# ---- block 1 ----
==> block_1/wire_density.png <==
Bar = 50 um. 29 x 29 tiles, from black (low) to pale yellow (high), scaled to the fullest tile. Values are wire area over tile area, all layers added.
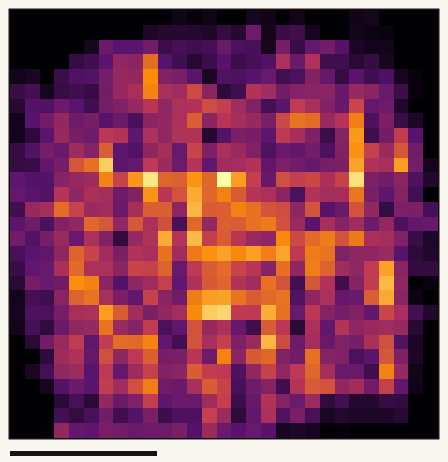

File: src/rtl/reservation_table_if.sv
`default_nettype none
// ============================================================================
//  Module      : reservation_table_if
//  Description : Memory-stage to reservation-table bundle. The memory stage
//                presents one tagged access per cycle and receives the
//                registered SC result and the per-hart reservation vector.
//  Signals     : i_hart_id          hart issuing the current access
//                i_addr             access address
//                i_store_op         plain store this cycle
//                i_store_cond_op    SC.W this cycle
//                i_load_reserved_op LR.W this cycle
//                o_sc_success       registered result of the previous-cycle SC
//                o_sc_hart_id       hart the o_sc_success result belongs to
//                o_resv_valid       per-hart reservation-valid vector
//  Modports    : master (memory stage), slave (reservation table)
//  Revision    : 1.0 - initial release
// ============================================================================
interface reservation_table_if #(
    parameter int NUM_HARTS = 16,
    parameter int HART_ID_W = (NUM_HARTS > 1) ? $clog2(NUM_HARTS) : 1,
    parameter int ADDR_W    = 12
);
    logic [HART_ID_W-1:0] i_hart_id;
    logic [ADDR_W-1:0]    i_addr;
    logic                 i_store_op;
    logic                 i_store_cond_op;
    logic                 i_load_reserved_op;
    logic                 o_sc_success;
    logic [HART_ID_W-1:0] o_sc_hart_id;
    logic [NUM_HARTS-1:0] o_resv_valid;

    modport master (
        output i_hart_id, i_addr, i_store_op, i_store_cond_op, i_load_reserved_op,
        input  o_sc_success, o_sc_hart_id, o_resv_valid
    );

    modport slave (
        input  i_hart_id, i_addr, i_store_op, i_store_cond_op, i_load_reserved_op,
        output o_sc_success, o_sc_hart_id, o_resv_valid
    );
endinterface
`default_nettype wire

File: src/rtl/reservation_table.sv
`default_nettype none
// ============================================================================
//  Module      : reservation_table
//  Description : Multi-hart LR/SC reservation tracker. One reservation
//                (valid + granule tag) per hart. LR sets the issuing hart's
//                entry; SC checks and always clears it, and a successful SC
//                or any plain store clears every matching reservation.
//                Op priority when several bits are set: LR > SC > store.
//                Accesses from a hart ID >= NUM_HARTS change no state; an SC
//                from such a hart reports failure.
//  Ports       : clk      - clock, rising edge
//                reset_n  - asynchronous active-low reset
//                bus      - reservation_table_if.slave (access + results)
//  Option      : RESV_TIMEOUT_EN - when defined, every reservation expires
//                TIMEOUT_CYCLES cycles after its LR; an SC in the expiring
//                cycle fails.
//  Revision    : 1.0 - initial release
// ============================================================================
module reservation_table #(
    parameter int NUM_HARTS      = 16,
    parameter int HART_ID_W      = (NUM_HARTS > 1) ? $clog2(NUM_HARTS) : 1,
    parameter int ADDR_W         = 12,
    parameter int GRANULE_LSB    = 2,
    parameter int TIMEOUT_CYCLES = 255
) (
    input  wire logic            clk,
    input  wire logic            reset_n,
    reservation_table_if.slave   bus
);

    localparam int TAG_W = ADDR_W - GRANULE_LSB;

    // ------------------------------------------------------------------
    // Op decode with priority LR > SC > store
    // ------------------------------------------------------------------
    logic             w_lr;
    logic             w_sc;
    logic             w_st;
    logic [TAG_W-1:0] w_tag;

    assign w_lr  = bus.i_load_reserved_op;
    assign w_sc  = bus.i_store_cond_op & ~w_lr;
    assign w_st  = bus.i_store_op & ~w_lr & ~bus.i_store_cond_op;
    assign w_tag = bus.i_addr[ADDR_W-1:GRANULE_LSB];

    // Address bits below the granule never take part in a compare.
    generate
        if (GRANULE_LSB > 0) begin : g_lsb_unused
            logic w_unused_lsb;
            assign w_unused_lsb = ^bus.i_addr[(GRANULE_LSB > 0 ? GRANULE_LSB - 1 : 0):0];
        end
    endgenerate

    // ------------------------------------------------------------------
    // Entry state
    // ------------------------------------------------------------------
    logic [NUM_HARTS-1:0] r_valid;
    logic [TAG_W-1:0]     r_tag [NUM_HARTS];

    logic [NUM_HARTS-1:0] w_sel;     // one-hot decode of i_hart_id (zero if out of range)
    logic [NUM_HARTS-1:0] w_hit;     // valid entry whose granule matches i_addr
    logic [NUM_HARTS-1:0] w_live;    // hit that an SC may still consume
    logic [NUM_HARTS-1:0] w_expire;  // entry times out on this edge
    logic [NUM_HARTS-1:0] w_set;
    logic [NUM_HARTS-1:0] w_kill;
    logic                 w_hart_ok;
    logic                 w_sc_success;

    generate
        for (genvar k = 0; k < NUM_HARTS; k++) begin : g_entry
            assign w_sel[k] = (bus.i_hart_id == HART_ID_W'(k));
            assign w_hit[k] = r_valid[k] && (r_tag[k] == w_tag);
        end
    endgenerate

`ifdef RESV_TIMEOUT_EN
    localparam int CNT_W = $clog2(TIMEOUT_CYCLES + 1);

    logic [CNT_W-1:0] r_cnt [NUM_HARTS];

    // A count of 1 means the reservation dies on this edge, so an SC
    // arriving now must already see it as gone.
    generate
        for (genvar k = 0; k < NUM_HARTS; k++) begin : g_expire
            assign w_expire[k] = r_valid[k] && (r_cnt[k] == CNT_W'(1));
        end
    endgenerate

    always_ff @(posedge clk or negedge reset_n) begin
        if (!reset_n) begin
            for (int k = 0; k < NUM_HARTS; k++) begin
                r_cnt[k] <= '0;
            end
        end else begin
            for (int k = 0; k < NUM_HARTS; k++) begin
                if (w_set[k]) begin
                    r_cnt[k] <= CNT_W'(TIMEOUT_CYCLES);
                end else if (w_kill[k]) begin
                    r_cnt[k] <= '0;
                end else if (r_valid[k]) begin
                    r_cnt[k] <= r_cnt[k] - CNT_W'(1);
                end
            end
        end
    end
`else
    assign w_expire = '0;
`endif

    assign w_live       = w_hit & ~w_expire;
    assign w_hart_ok    = |w_sel;
    assign w_sc_success = w_sc && |(w_sel & w_live);

    // LR only touches the issuer's entry. An SC always consumes the
    // issuer's entry; when it succeeds it is a real write and therefore
    // also kills every other matching reservation, exactly like a store.
    assign w_set  = w_lr ? w_sel : '0;
    assign w_kill = (w_sc ? w_sel : '0)
                  | ((w_sc_success || (w_st && w_hart_ok)) ? w_hit : '0)
                  | w_expire;

    always_ff @(posedge clk or negedge reset_n) begin
        if (!reset_n) begin
            r_valid <= '0;
        end else begin
            r_valid <= (r_valid & ~w_kill) | w_set;
        end
    end

    // Tags are qualified by r_valid, so they need no reset.
    always_ff @(posedge clk) begin
        for (int k = 0; k < NUM_HARTS; k++) begin
            if (w_set[k]) begin
                r_tag[k] <= w_tag;
            end
        end
    end

    // ------------------------------------------------------------------
    // SC result, one cycle after the SC
    // ------------------------------------------------------------------
    logic                 r_sc_success;
    logic [HART_ID_W-1:0] r_sc_hart_id;

    always_ff @(posedge clk or negedge reset_n) begin
        if (!reset_n) begin
            r_sc_success <= 1'b0;
            r_sc_hart_id <= '0;
        end else begin
            r_sc_success <= w_sc_success;
            if (w_sc) begin
                r_sc_hart_id <= bus.i_hart_id;
            end
        end
    end

    assign bus.o_sc_success = r_sc_success;
    assign bus.o_sc_hart_id = r_sc_hart_id;
    assign bus.o_resv_valid = r_valid;

endmodule
`default_nettype wire

File: src/flat_wrapper.sv
// flat-port wrapper written by rule: the top's interface ports become plain ports
module reservation_table_flat 
#(
    parameter int NUM_HARTS      = 16,
    parameter int HART_ID_W      = (NUM_HARTS > 1) ? $clog2(NUM_HARTS) : 1,
    parameter int ADDR_W         = 12,
    parameter int GRANULE_LSB    = 2,
    parameter int TIMEOUT_CYCLES = 255
)
  (clk, reset_n, bus_i_hart_id, bus_i_addr, bus_i_store_op, bus_i_store_cond_op, bus_i_load_reserved_op, bus_o_sc_success, bus_o_sc_hart_id, bus_o_resv_valid);
  reservation_table_if #(.NUM_HARTS(NUM_HARTS), .HART_ID_W(HART_ID_W), .ADDR_W(ADDR_W)) bus_i ();
  input  wire logic clk;
  input  wire logic reset_n;
  input wire logic [$bits(bus_i.i_hart_id)-1:0] bus_i_hart_id;
  input wire logic [$bits(bus_i.i_addr)-1:0] bus_i_addr;
  input wire logic [$bits(bus_i.i_store_op)-1:0] bus_i_store_op;
  input wire logic [$bits(bus_i.i_store_cond_op)-1:0] bus_i_store_cond_op;
  input wire logic [$bits(bus_i.i_load_reserved_op)-1:0] bus_i_load_reserved_op;
  output wire logic [$bits(bus_i.o_sc_success)-1:0] bus_o_sc_success;
  output wire logic [$bits(bus_i.o_sc_hart_id)-1:0] bus_o_sc_hart_id;
  output wire logic [$bits(bus_i.o_resv_valid)-1:0] bus_o_resv_valid;
  assign bus_i.i_hart_id = bus_i_hart_id;
  assign bus_i.i_addr = bus_i_addr;
  assign bus_i.i_store_op = bus_i_store_op;
  assign bus_i.i_store_cond_op = bus_i_store_cond_op;
  assign bus_i.i_load_reserved_op = bus_i_load_reserved_op;
  assign bus_o_sc_success = bus_i.o_sc_success;
  assign bus_o_sc_hart_id = bus_i.o_sc_hart_id;
  assign bus_o_resv_valid = bus_i.o_resv_valid;
  reservation_table #(.NUM_HARTS(NUM_HARTS), .HART_ID_W(HART_ID_W), .ADDR_W(ADDR_W), .GRANULE_LSB(GRANULE_LSB), .TIMEOUT_CYCLES(TIMEOUT_CYCLES)) u_core (.clk(clk), .reset_n(reset_n), .bus(bus_i));
endmodule
File: config.mk
export PLATFORM = sky130hd
export DESIGN_NAME = reservation_table_flat
export DESIGN_NICKNAME = d
export VERILOG_FILES = /design/src/rtl/reservation_table_if.sv /design/src/rtl/reservation_table.sv /design/src/flat_wrapper.sv
export SDC_FILE = /design/constraint.sdc
export NUM_CORES = 1
export LEC_CHECK = 0
export CAP_MARGIN = 20
export CELL_PAD_IN_SITES_DETAIL_PLACEMENT = 1
export CELL_PAD_IN_SITES_GLOBAL_PLACEMENT = 2
export CORE_MARGIN = 1.5
export CORE_UTILIZATION = 43
export CTS_CLUSTER_DIAMETER = 150
export DETAILED_ROUTE_END_ITERATION = 7
export GPL_TIMING_DRIVEN = 1
export PLACE_DENSITY = 0.83
export SYNTH_ARGS = -nofsm -noshare
export SYNTH_HDL_FRONTEND = slang
export SYNTH_SLANG_ARGS = --single-unit
File: constraint.sdc
create_clock -name clk -period 2.6 [get_ports clk]
set_input_delay 0.65 -clock clk [delete_from_list [all_inputs] [get_ports clk]]
set_output_delay 0.65 -clock clk [all_outputs]
set_load 0.05 [all_outputs]
# ---- block 2 ----
**config.mk**
```make
export PLATFORM = sky130hd
export DESIGN_NAME = alu_serial_ctrl
export DESIGN_NICKNAME = d
export VERILOG_FILES = /design/src/rtl/alu_ctrl_pkg.sv /design/src/rtl/alu1bit.sv /design/src/rtl/alu_serial_ctrl.sv
export SDC_FILE = /design/constraint.sdc
export NUM_CORES = 1
export LEC_CHECK = 0
export ABC_CLOCK_PERIOD_IN_PS = 1540
export CAP_MARGIN = 20
export CORE_MARGIN = 2
export CORE_UTILIZATION = 45
export CTS_CLUSTER_SIZE = 10
export DETAILED_ROUTE_END_ITERATION = 12
export GPL_ROUTABILITY_DRIVEN = 0
export GPL_TIMING_DRIVEN = 0
export PLACE_DENSITY = 0.75
export SYNTH_ARGS = -nofsm -noshare
export SYNTH_HDL_FRONTEND = slang
export SYNTH_SLANG_ARGS = --single-unit
```
**constraint.sdc**
```tcl
create_clock -name clk -period 1.54 [get_ports clk]
set_input_delay 0.154 -clock clk [delete_from_list [all_inputs] [get_ports clk]]
set_output_delay 0.154 -clock clk [all_outputs]
set_load 0.05 [all_outputs]
```
**src/rtl/alu_ctrl_pkg.sv**
```systemverilog
// Shared types and constants for the bit-serial ALU sequencer.
//   op_t     : user-visible operation codes (NOR, XOR, ADD, SUB)
//   state_t  : sequencer FSM state encoding
//   SLICE_*  : opcodes understood by the alu1bit slice
//   slice_op : maps a user operation onto the slice opcode
package alu_ctrl_pkg;

    typedef enum logic [1:0] {
        OP_NOR = 2'b00,
        OP_XOR = 2'b01,
        OP_ADD = 2'b10,
        OP_SUB = 2'b11
    } op_t;

    typedef enum logic [1:0] {
        IDLE = 2'd0,
        RUN  = 2'd1,
        DONE = 2'd2
    } state_t;

    localparam logic [1:0] SLICE_NOR = 2'b00;
    localparam logic [1:0] SLICE_XOR = 2'b01;
    localparam logic [1:0] SLICE_FAS = 2'b10;

    // ADD and SUB share the full-adder slice; SUB differs only in the
    // inverted b input and the carry seed, handled by the sequencer.
    function automatic logic [1:0] slice_op(input logic [1:0] opr);
        logic [1:0] so;
        case (opr)
            OP_NOR:  so = SLICE_NOR;
            OP_XOR:  so = SLICE_XOR;
            default: so = SLICE_FAS;
        endcase
        return so;
    endfunction

endpackage

```
**src/rtl/alu1bit.sv**
```systemverilog
// One-bit ALU slice shared by the serial sequencer.
// Ports:
//   a, b  : operand bits
//   cin   : carry in (used by the full-adder op only)
//   op    : 00 NOR, 01 XOR, 10 full add, 11 AND (not used by the sequencer)
//   s     : result bit
//   cout  : carry out (0 for the logic ops)
import alu_ctrl_pkg::*;

module alu1bit (
    input  logic       a,
    input  logic       b,
    input  logic       cin,
    input  logic [1:0] op,
    output logic       s,
    output logic       cout
);

    always_comb begin
        s    = 1'b0;
        cout = 1'b0;
        case (op)
            SLICE_NOR: s = ~(a | b);
            SLICE_XOR: s = a ^ b;
            SLICE_FAS: begin
                s    = a ^ b ^ cin;
                cout = (a & b) | (a & cin) | (b & cin);
            end
            default:   s = a & b;
        endcase
    end

endmodule

```
**src/rtl/alu_serial_ctrl.sv**
```systemverilog
// Bit-serial NOR/XOR/ADD/SUB sequencer driving a single alu1bit slice,
// one bit per clock, LSB first.
// Ports:
//   clk, rst      : clock, synchronous active-high reset
//   start, op,
//   a, b          : request and operands, sampled together in IDLE
//   busy          : high while bits are being processed
//   done          : one-cycle completion pulse
//   result        : registered result (partial while busy)
//   carry         : final carry-out (ADD/SUB; 1 = no borrow for SUB)
//   zero          : result == 0, valid from the done cycle onward
//
// state | meaning
// ------+-------------------------------------------------------
// IDLE  | waiting for start; outputs hold last operation's values
// RUN   | one bit through the slice per cycle, counter 0..WIDTH-1
// DONE  | done pulse, zero flag valid; always returns to IDLE
import alu_ctrl_pkg::*;

module alu_serial_ctrl #(
    parameter int WIDTH = 8
) (
    input  logic             clk,
    input  logic             rst,
    input  logic             start,
    input  logic [1:0]       op,
    input  logic [WIDTH-1:0] a,
    input  logic [WIDTH-1:0] b,
    output logic             busy,
    output logic             done,
    output logic [WIDTH-1:0] result,
    output logic             carry,
    output logic             zero
);

    localparam int CNT_W = $clog2(WIDTH);
    localparam logic [CNT_W-1:0] CNT_LAST = CNT_W'(WIDTH - 1);

    localparam logic [1:0] ST_IDLE = IDLE;
    localparam logic [1:0] ST_RUN  = RUN;
    localparam logic [1:0] ST_DONE = DONE;

    logic [1:0]       state_q;
    logic [WIDTH-1:0] sa_q;
    logic [WIDTH-1:0] sb_q;
    logic [1:0]       opr_q;
    logic [CNT_W-1:0] cnt_q;
    logic             carry_q;
    logic [WIDTH-1:0] result_q;
    logic             zero_q;

    logic             slice_a;
    logic             slice_b;
    logic             slice_cin;
    logic [1:0]       slice_opc;
    logic             slice_s;
    logic             slice_cout;
    logic [WIDTH-1:0] result_next;
    logic             is_arith;

    assign is_arith = (opr_q == OP_ADD) || (opr_q == OP_SUB);

    always_comb begin
        slice_a   = sa_q[0];
        slice_b   = (opr_q == OP_SUB) ? ~sb_q[0] : sb_q[0];
        slice_cin = carry_q;
        slice_opc = slice_op(opr_q);
    end

    alu1bit u_slice (
        .a    (slice_a),
        .b    (slice_b),
        .cin  (slice_cin),
        .op   (slice_opc),
        .s    (slice_s),
        .cout (slice_cout)
    );

    // New bit enters at the MSB so that after WIDTH shifts bit 0 sits at LSB.
    assign result_next = {slice_s, result_q[WIDTH-1:1]};

    always_ff @(posedge clk) begin
        if (rst) begin
            state_q  <= ST_IDLE;
            sa_q     <= '0;
            sb_q     <= '0;
            opr_q    <= 2'b00;
            cnt_q    <= '0;
            carry_q  <= 1'b0;
            result_q <= '0;
            zero_q   <= 1'b0;
        end else begin
            case (state_q)
                ST_IDLE: begin
                    cnt_q <= '0;
                    if (start) begin
                        sa_q    <= a;
                        sb_q    <= b;
                        opr_q   <= op;
                        carry_q <= (op == OP_SUB);
                        zero_q  <= 1'b0;
                        state_q <= ST_RUN;
                    end
                end
                ST_RUN: begin
                    result_q <= result_next;
                    sa_q     <= sa_q >> 1;
                    sb_q     <= sb_q >> 1;
                    carry_q  <= is_arith ? slice_cout : 1'b0;
                    if (cnt_q == CNT_LAST) begin
                        cnt_q   <= '0;
                        zero_q  <= (result_next == '0);
                        state_q <= ST_DONE;
                    end else begin
                        cnt_q <= cnt_q + CNT_W'(1);
                    end
                end
                ST_DONE: begin
                    state_q <= ST_IDLE;
                end
                default: begin
                    state_q <= ST_IDLE;
                end
            endcase
        end
    end

    assign busy   = (state_q == ST_RUN);
    assign done   = (state_q == ST_DONE);
    assign result = result_q;
    assign carry  = carry_q;
    assign zero   = zero_q;

endmodule
```
# ---- block 3 ----
<file path="config.mk">
export PLATFORM = sky130hd
export DESIGN_NAME = axi_wid_tracker
export DESIGN_NICKNAME = d
export VERILOG_FILES = /design/src/rtl/axi_wid_tracker.sv
export SDC_FILE = /design/constraint.sdc
export NUM_CORES = 1
export LEC_CHECK = 0
export CAP_MARGIN = 20
export CORE_UTILIZATION = 60
export DETAILED_ROUTE_END_ITERATION = 12
export PLACE_DENSITY = 0.81
export SLEW_MARGIN = 30
export SYNTH_ARGS = -nofsm -noshare
export SYNTH_HDL_FRONTEND = slang
export SYNTH_SLANG_ARGS = --single-unit
</file>
<file path="constraint.sdc">
create_clock -name ACLK -period 7.83 [get_ports ACLK]
set_input_delay 1.566 -clock ACLK [delete_from_list [all_inputs] [get_ports ACLK]]
set_output_delay 1.566 -clock ACLK [all_outputs]
set_load 0.02 [all_outputs]
</file>
<file path="src/rtl/axi_wid_tracker.sv">
// Write-ID regenerator for AXI4-to-AXI3 bridging: records {AWID, AWLEN} in order,
// drives WID and a regenerated WLAST downstream, and flags upstream WLAST mismatches.
module axi_wid_tracker #(
  parameter int unsigned WIDTH_ID  = 4,
  parameter int unsigned WIDTH_LEN = 8,
  parameter int unsigned FAW       = 2
) (
  input  logic                 ARESETn,
  input  logic                 ACLK,
  input  logic [WIDTH_ID-1:0]  S_AWID,
  input  logic [WIDTH_LEN-1:0] S_AWLEN,
  input  logic                 S_AWVALID,
  output logic                 S_AWREADY,
  output logic                 M_AWVALID,
  input  logic                 M_AWREADY,
  input  logic                 S_WLAST,
  input  logic                 S_WVALID,
  output logic                 S_WREADY,
  output logic [WIDTH_ID-1:0]  M_WID,
  output logic                 M_WLAST,
  output logic                 M_WVALID,
  input  logic                 M_WREADY,
  output logic                 ERR_WLAST,
  output logic [FAW:0]         ITEM_CNT
);

  localparam int unsigned DEPTH = 2 ** FAW;

  logic [FAW:0]           wr_ptr_q, rd_ptr_q;
  logic [FAW:0]           item_cnt;
  logic [WIDTH_ID-1:0]    id_mem_q  [DEPTH];
  logic [WIDTH_LEN-1:0]   len_mem_q [DEPTH];
  logic [WIDTH_LEN-1:0]   beat_cnt_q, beat_cnt_d;
  logic                   err_q, err_d;
  logic                   full, empty;
  logic                   push, beat, pop;
  logic [WIDTH_ID-1:0]    head_id;
  logic [WIDTH_LEN-1:0]   head_len;

  // Extra pointer MSB separates full from empty when the low bits match.
  assign item_cnt = wr_ptr_q - rd_ptr_q;
  assign full     = (item_cnt == (FAW + 1)'(DEPTH));
  assign empty    = (item_cnt == '0);

  assign M_AWVALID = S_AWVALID & ~full;
  assign S_AWREADY = M_AWREADY & ~full;
  assign push      = S_AWVALID & S_AWREADY;

  assign head_id  = id_mem_q[rd_ptr_q[FAW-1:0]];
  assign head_len = len_mem_q[rd_ptr_q[FAW-1:0]];

  // W is held off while empty, so a beat never pairs with an AW accepted the same cycle.
  assign M_WVALID = S_WVALID & ~empty;
  assign S_WREADY = M_WREADY & ~empty;
  assign beat     = M_WVALID & M_WREADY;

  assign M_WID   = empty ? '0 : head_id;
  assign M_WLAST = ~empty & (beat_cnt_q == head_len);
  assign pop     = beat & M_WLAST;

  assign ERR_WLAST = err_q;
  assign ITEM_CNT  = item_cnt;

  always_comb begin
    beat_cnt_d = beat_cnt_q;
    err_d      = err_q;
    if (beat) begin
      beat_cnt_d = M_WLAST ? '0 : beat_cnt_q + 1'b1;
      if (S_WLAST != M_WLAST) begin
        err_d = 1'b1;
      end
    end
  end

  always_ff @(posedge ACLK or negedge ARESETn) begin
    if (!ARESETn) begin
      wr_ptr_q   <= '0;
      rd_ptr_q   <= '0;
      beat_cnt_q <= '0;
      err_q      <= 1'b0;
    end else begin
      if (push) begin
        wr_ptr_q <= wr_ptr_q + 1'b1;
      end
      if (pop) begin
        rd_ptr_q <= rd_ptr_q + 1'b1;
      end
      beat_cnt_q <= beat_cnt_d;
      err_q      <= err_d;
    end
  end

  // Storage needs no reset; only entries between the pointers are ever read.
  always_ff @(posedge ACLK) begin
    if (push) begin
      id_mem_q[wr_ptr_q[FAW-1:0]]  <= S_AWID;
      len_mem_q[wr_ptr_q[FAW-1:0]] <= S_AWLEN;
    end
  end

endmodule

</file>

==> screenshots <==
Sequential cells coloured by netlist name.
Other sequential cells in the stronger grey, the rest of the logic in the fainter grey.
picture 1
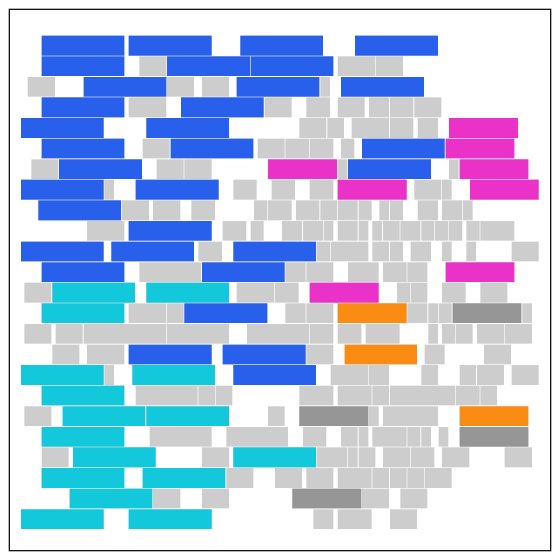
picture 2
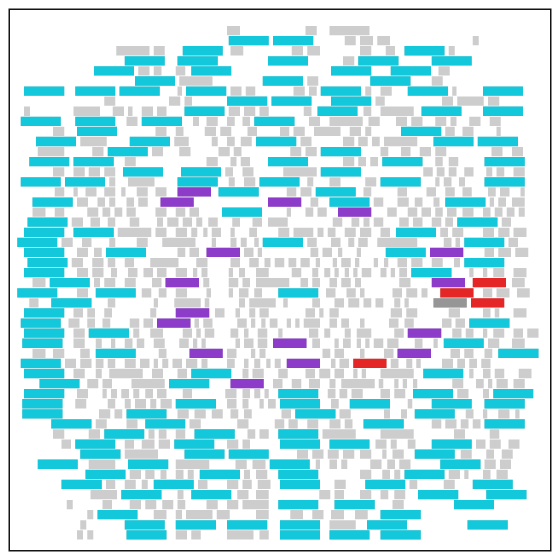
picture 3
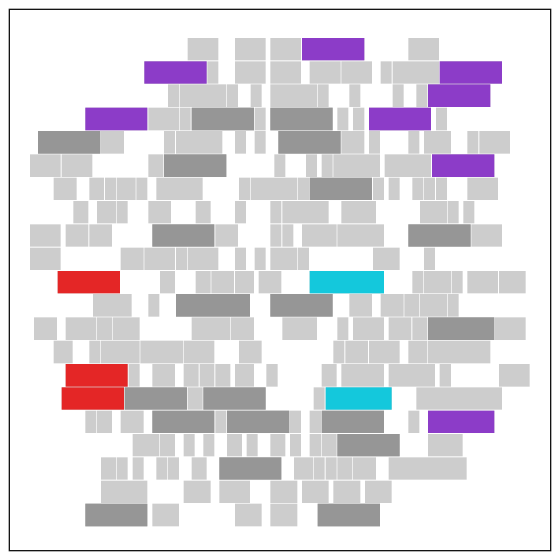
Of these, most cells: picture 2
Of these, fewest sequential cells: picture 3
- block 3 = picture 1
- block 2 = picture 3
- block 1 = picture 2

==> block_1/cell_classes.png <==
Fill, decap, tap and diode cells in grey.
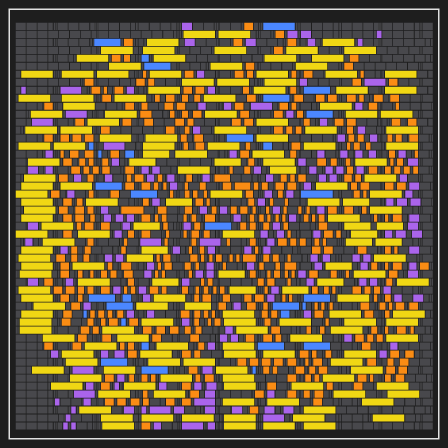
legend:
  all other logic:
    colour: orange
    cells: 467
    share_of_their_area: 30%
  clock drivers and dummy loads:
    colour: blue
    cells: 31
    share_of_their_area: 5.3%
  flip-flops:
    colour: yellow
    cells: 181
    share_of_their_area: 50%
  other buffers and delay cells:
    colour: purple
    cells: 178
    share_of_their_area: 15%
core area: 19720 um^2
final core occ: 55.59%
flop share of the area: 48.62%
# rows: 51

About block_1/wire_density.png:
densest ninth of the die: centre
mean over tiles: 0.19
nearly empty tiles: 11%
fullest tile: 0.56
tiles over half the peak: 22%
wire per inst: 22.79 um
GRT Util Overall: 24.87%
final WL: 25.57 mm

==> Slide: Implementation Results, block 1 <==
Physical Implementation Snapshot

Drt
  – Met2 WL: 12.76 mm
  – # DRC: 0

Die
  – Die Area: 21210 um^2

Finish
  – Fraction of layout cells with a size suffix above 1: 22.99%
  – Post-layout nets: 866
  – Biggest register: u_core.r_tag
  – Most frequent cells in the layout: edfxtp_1 (160), xnor2_1 (154), buf_4 (125), nand4_1 (61), nand2_1 (41)

GRT
  – Met3 global-route usage: 4.734%
  – Vias in the first global route: 6879
  – Maximum number of pins on one net before global-route repair: 23

Timing
  – Fin. max-slew vios: 0
  – Slew Limit Headroom: 54.91%
  – Setup TNS: 0 ns
  – Worst hold slack: 0.4743 ns
  – Worst-margin pin slew: 0.6701 ns

Worst setup path
  – Arr. time, crit path: 2.88 ns
  – Most common cell on crit path: buf_4
  – Setup crit end kind: flip-flop
  – R2r worst-path depth: 8
  – Crit path capture: u_core.bus.o_resv_valid[9]
  – Crit path launch: bus_i_hart_id[2]
  – Worst Path Max Fanout: 6

Min path
  – Min-Delay Startpoint: bus_i_addr[8]

Placed design
  – # port buffers: 39
  – DP Area: 10380 um^2

Power and ir drop
  – Static leakage: 3.574 nW
  – Cell internal pwr: 0.005163 W
  – Sw frac: 27.49%

Synth
  – Top_reg_cell synth: edfxtp_1
  – Syn Std Cell Area: 8747 um^2
  – Number of synthesized flops with an enable pin: 160
  – Synth top area cells: edfxtp_1 (55%), xnor2_1 (15%), dfrtp_1 (6.0%)

Run
  – Tool warnings: 28

Clock network
  – Max H-tree Level: 4

Outcome
  – Outcome: finished, final reports clean
[block 1: power groups by stage]
stage               Clock (W)  Combinational (W)  Sequential (W)
global placement            0            0.00115         0.00345
floorplan                   0           0.000468         0.00365
detailed placement          0            0.00119         0.00346
CTS                   0.00256            0.00120         0.00340
finish                0.00252            0.00120         0.00340
global route          0.00266            0.00127         0.00341
[block 1: kinds of logic (layout without fill, tap and decap cells)]
family / count (synthesis) / in the layout / synth area share, %
flops: 181 / 181 / 60.94
mux: 1 / 1 / 0.1144
xor+xnor: 160 / 160 / 16.02
buf+inv: 34 / 211 / 3.032
compound gates: 68 / 68 / 5.650
simple gates: 236 / 236 / 14.25
[block 1: layout make-up]
cell class / instances / area share (%)
tap: 265 / 3.025
multi-input combinational: 465 / 28.95
clock inverter: 14 / 1.233
inverter: 2 / 0.06849
timing repair buffer: 178 / 14.22
clock buffer: 17 / 3.881
sequential: 181 / 48.62
[block 1: repair_timing]
item | in CTS | in global routing
resized | 1 | 3
endpoints found under the setup margin | 1 | 14
gates cloned | 0 | 0
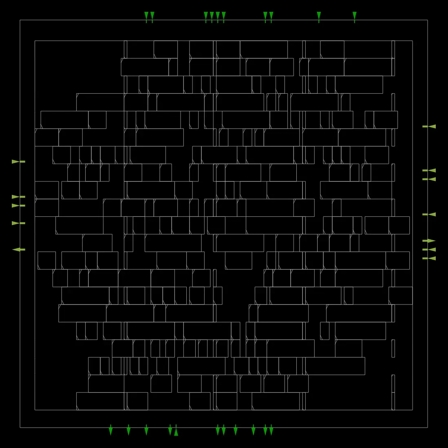
(block_2/final_placement.png)
fin cells: 266
flop share of the area: 32.43%

==> Slide: Implementation Results, block 2 <==
Physical Implementation Snapshot

Synth
  – Flops out of synthesis: 33
  – Synth cell types: 34
  – Logic family by area: simple AND/OR/NAND/NOR gates
  – Avg Inst Size Synth: 8.765 um^2
  – Max-area cell share: 42.11%

Die
  – Pre-Place Util: 47.02%

GRT
  – Antenna violations before repair: 0
  – Met1 usage: 24.61%

Finish
  – Signal buf overhead: 19.81%
  – Fill count: 301
  – Flip-flops: 33
  – Synth-to-layout area growth: 32.06%

Worst setup path
  – Cell at the slowest stage of the critical path: dfxtp_4
  – Arr. time, crit path: 1.76 ns

Power and ir drop
  – Psw: 0.0005296 W
  – VDD IR-drop max: 0.6595 mV
  – Static leakage: 0.8364 nW

Drt
  – Via density per instance: 5.222
  – DR pass1 iterations: 4
  – Max layer used: met4

Clock network
  – Root buf cell: clkbuf_4

Timing
  – Slew Limit Headroom: 58.15%
  – Setup WS post-layout: -0.007061 ns
  – Final Setup Violations: 1

Outcome
  – Failing checks: setup timing
  – Outcome: finished, violations left
[block 2: final timing paths]
path | endpoint | from | slack (ns)
setup / recovery | result[7] | opr_q[1] | -0.007
hold / removal | sb_q[2] | b[2] | 0.38
setup reg to reg | result[7] | opr_q[1] | -0.007
hold reg to reg | result[1] | result[2] | 0.49
[block 2: worst max-delay path: cells and delay by family (launching register included)]
kind | cells | cell delay, ns
mux | 1 | 0.26
fa+ha+maj | 1 | 0.23
xor+xnor | 1 | 0.15
flops | 1 | 0.38
compound gates | 2 | 0.27
simple gates | 1 | 0.06
buf+inv | 1 | 0.06
[block 2: through the flow]
| step | util (%) | setup slack, ns | total power [W] | instances | area, um^2 |
|---|---|---|---|---|---|
| 6_report | 62.09 | -0.007061 | 0.001867 | 266 | 2072 |
| 4_1_cts | 61.04 | -0.08039 | 0.001860 | 266 | 2037 |
| 3_3_place_gp | 58.64 | -0.3389 | 0.001282 | 257 | 1957 |
| 2_1_floorplan | - | 0.003664 | 0.001173 | 179 | 1579 |
| 5_1_grt | 62.09 | -0.09026 | 0.001944 | 266 | 2072 |
| 3_5_place_dp | 58.64 | -0.3509 | 0.001296 | 257 | 1957 |
==> block_3/metal_stack.png <==
Bar = 20 um. Only two layers are drawn.
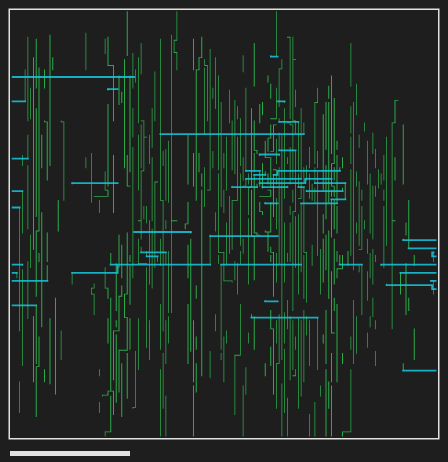
legend:
  met2:
    colour: green
    wire_length: 2730 um
  met3:
    colour: cyan
    wire_length: 276 um
final WL: 5.355 mm
GRT Util Overall: 23.63%

==> Slide: Implementation Results, block 3 <==
Physical Implementation Snapshot

Finish
  – Fraction of layout cells with a size suffix above 1: 10.92%
  – Clock buffer cells: 9
  – Reg area: 1818 um^2
  – Final core occ: 75.34%

Power and ir drop
  – VDD IR-drop max: 0.2094 mV
  – Seq pwr: 0.000444 W
  – Clk pwr: 0.000271 W
  – Sw frac: 30.37%

Timing
  – Worst Clk Skew: 0.009067 ns
  – Worst hold slack: 0.4891 ns

Synth
  – Logic family by area: multiplexers
  – Mux area share: 9.627%
  – Adder Area Share: 3.729%
  – Flops out of synthesis: 63
  – Syn Std Cell Area: 2885 um^2
  – Synth top area cells: edfxtp_1 (50%), dfrtp_1 (13%), mux4_2 (4.7%)

Drt
  – # DRC: 2
  – Max layer used: met4
  – Final ANT Viol Nets: 0
  – Met3 WL: 276 um

Worst setup path
  – Worst Path Max Fanout: 11
  – Arr. time, crit path: 3.78 ns

Clock network
  – Root buf cell: clkbuf_8
  – Number of gates resized after cts: 0
  – CTS tree: built

Placed design
  – Pre-CTS setup slack: 2.402 ns

Die
  – # rows: 24

Outcome
  – Outcome: finished, violations left
  – Failing checks: DRC

GRT
  – Global route overflow: 0
  – Antenna violations before repair: 0
-- block 3: cells in the final DEF, fill, tap and decap left out, types with 2 or more instances in the layout --
master	instances
edfxtp_1	48
mux2i_1	12
nand2_1	12
clkinvlp_4	3
o21ai_1	2
a211oi_1	3
dfrtp_1	14
clkinv_1	3
nand3_1	6
clkdlybuf4s50_1	31
and2_1	8
nor3_1	3
inv_1	5
or4_1	4
o21ai_0	3
and3_1	5
ha_1	7
a21o_1	3
clkbuf_8	9
nor3_2	2
mux2_1	2
xnor2_1	8
or3_1	3
o211ai_1	2
xor2_1	10
mux4_2	6
-- block 3: flip-flops by register name (all words and copies together) (netlist names) --
name	cells
ERR_WLAST	1
beat_cnt_q	8
id_mem_q	16
len_mem_q	32
rd_ptr_q	3
wr_ptr_q	3
-- block 3: worst max-delay path, stage by stage, from the launching register on --
cell             delay [ns]
dfrtp_1                0.58
ha_1                   0.30
fa_1                   0.37
xor3_1                 0.25
or3_1                  0.29
nand3_2                0.14
nor3_2                 0.60
or2_1                  0.28
clkdlybuf4s50_1        0.63
-- block 3: per-layer routing --
metal	track usage [%]	up-vias
met5	0	-
met4	12.22	0
met3	4.360	10
met2	37.78	71
met1	31.36	824
li1	-	775

No activity file was given, so power comes from the tool's default toggle rates.
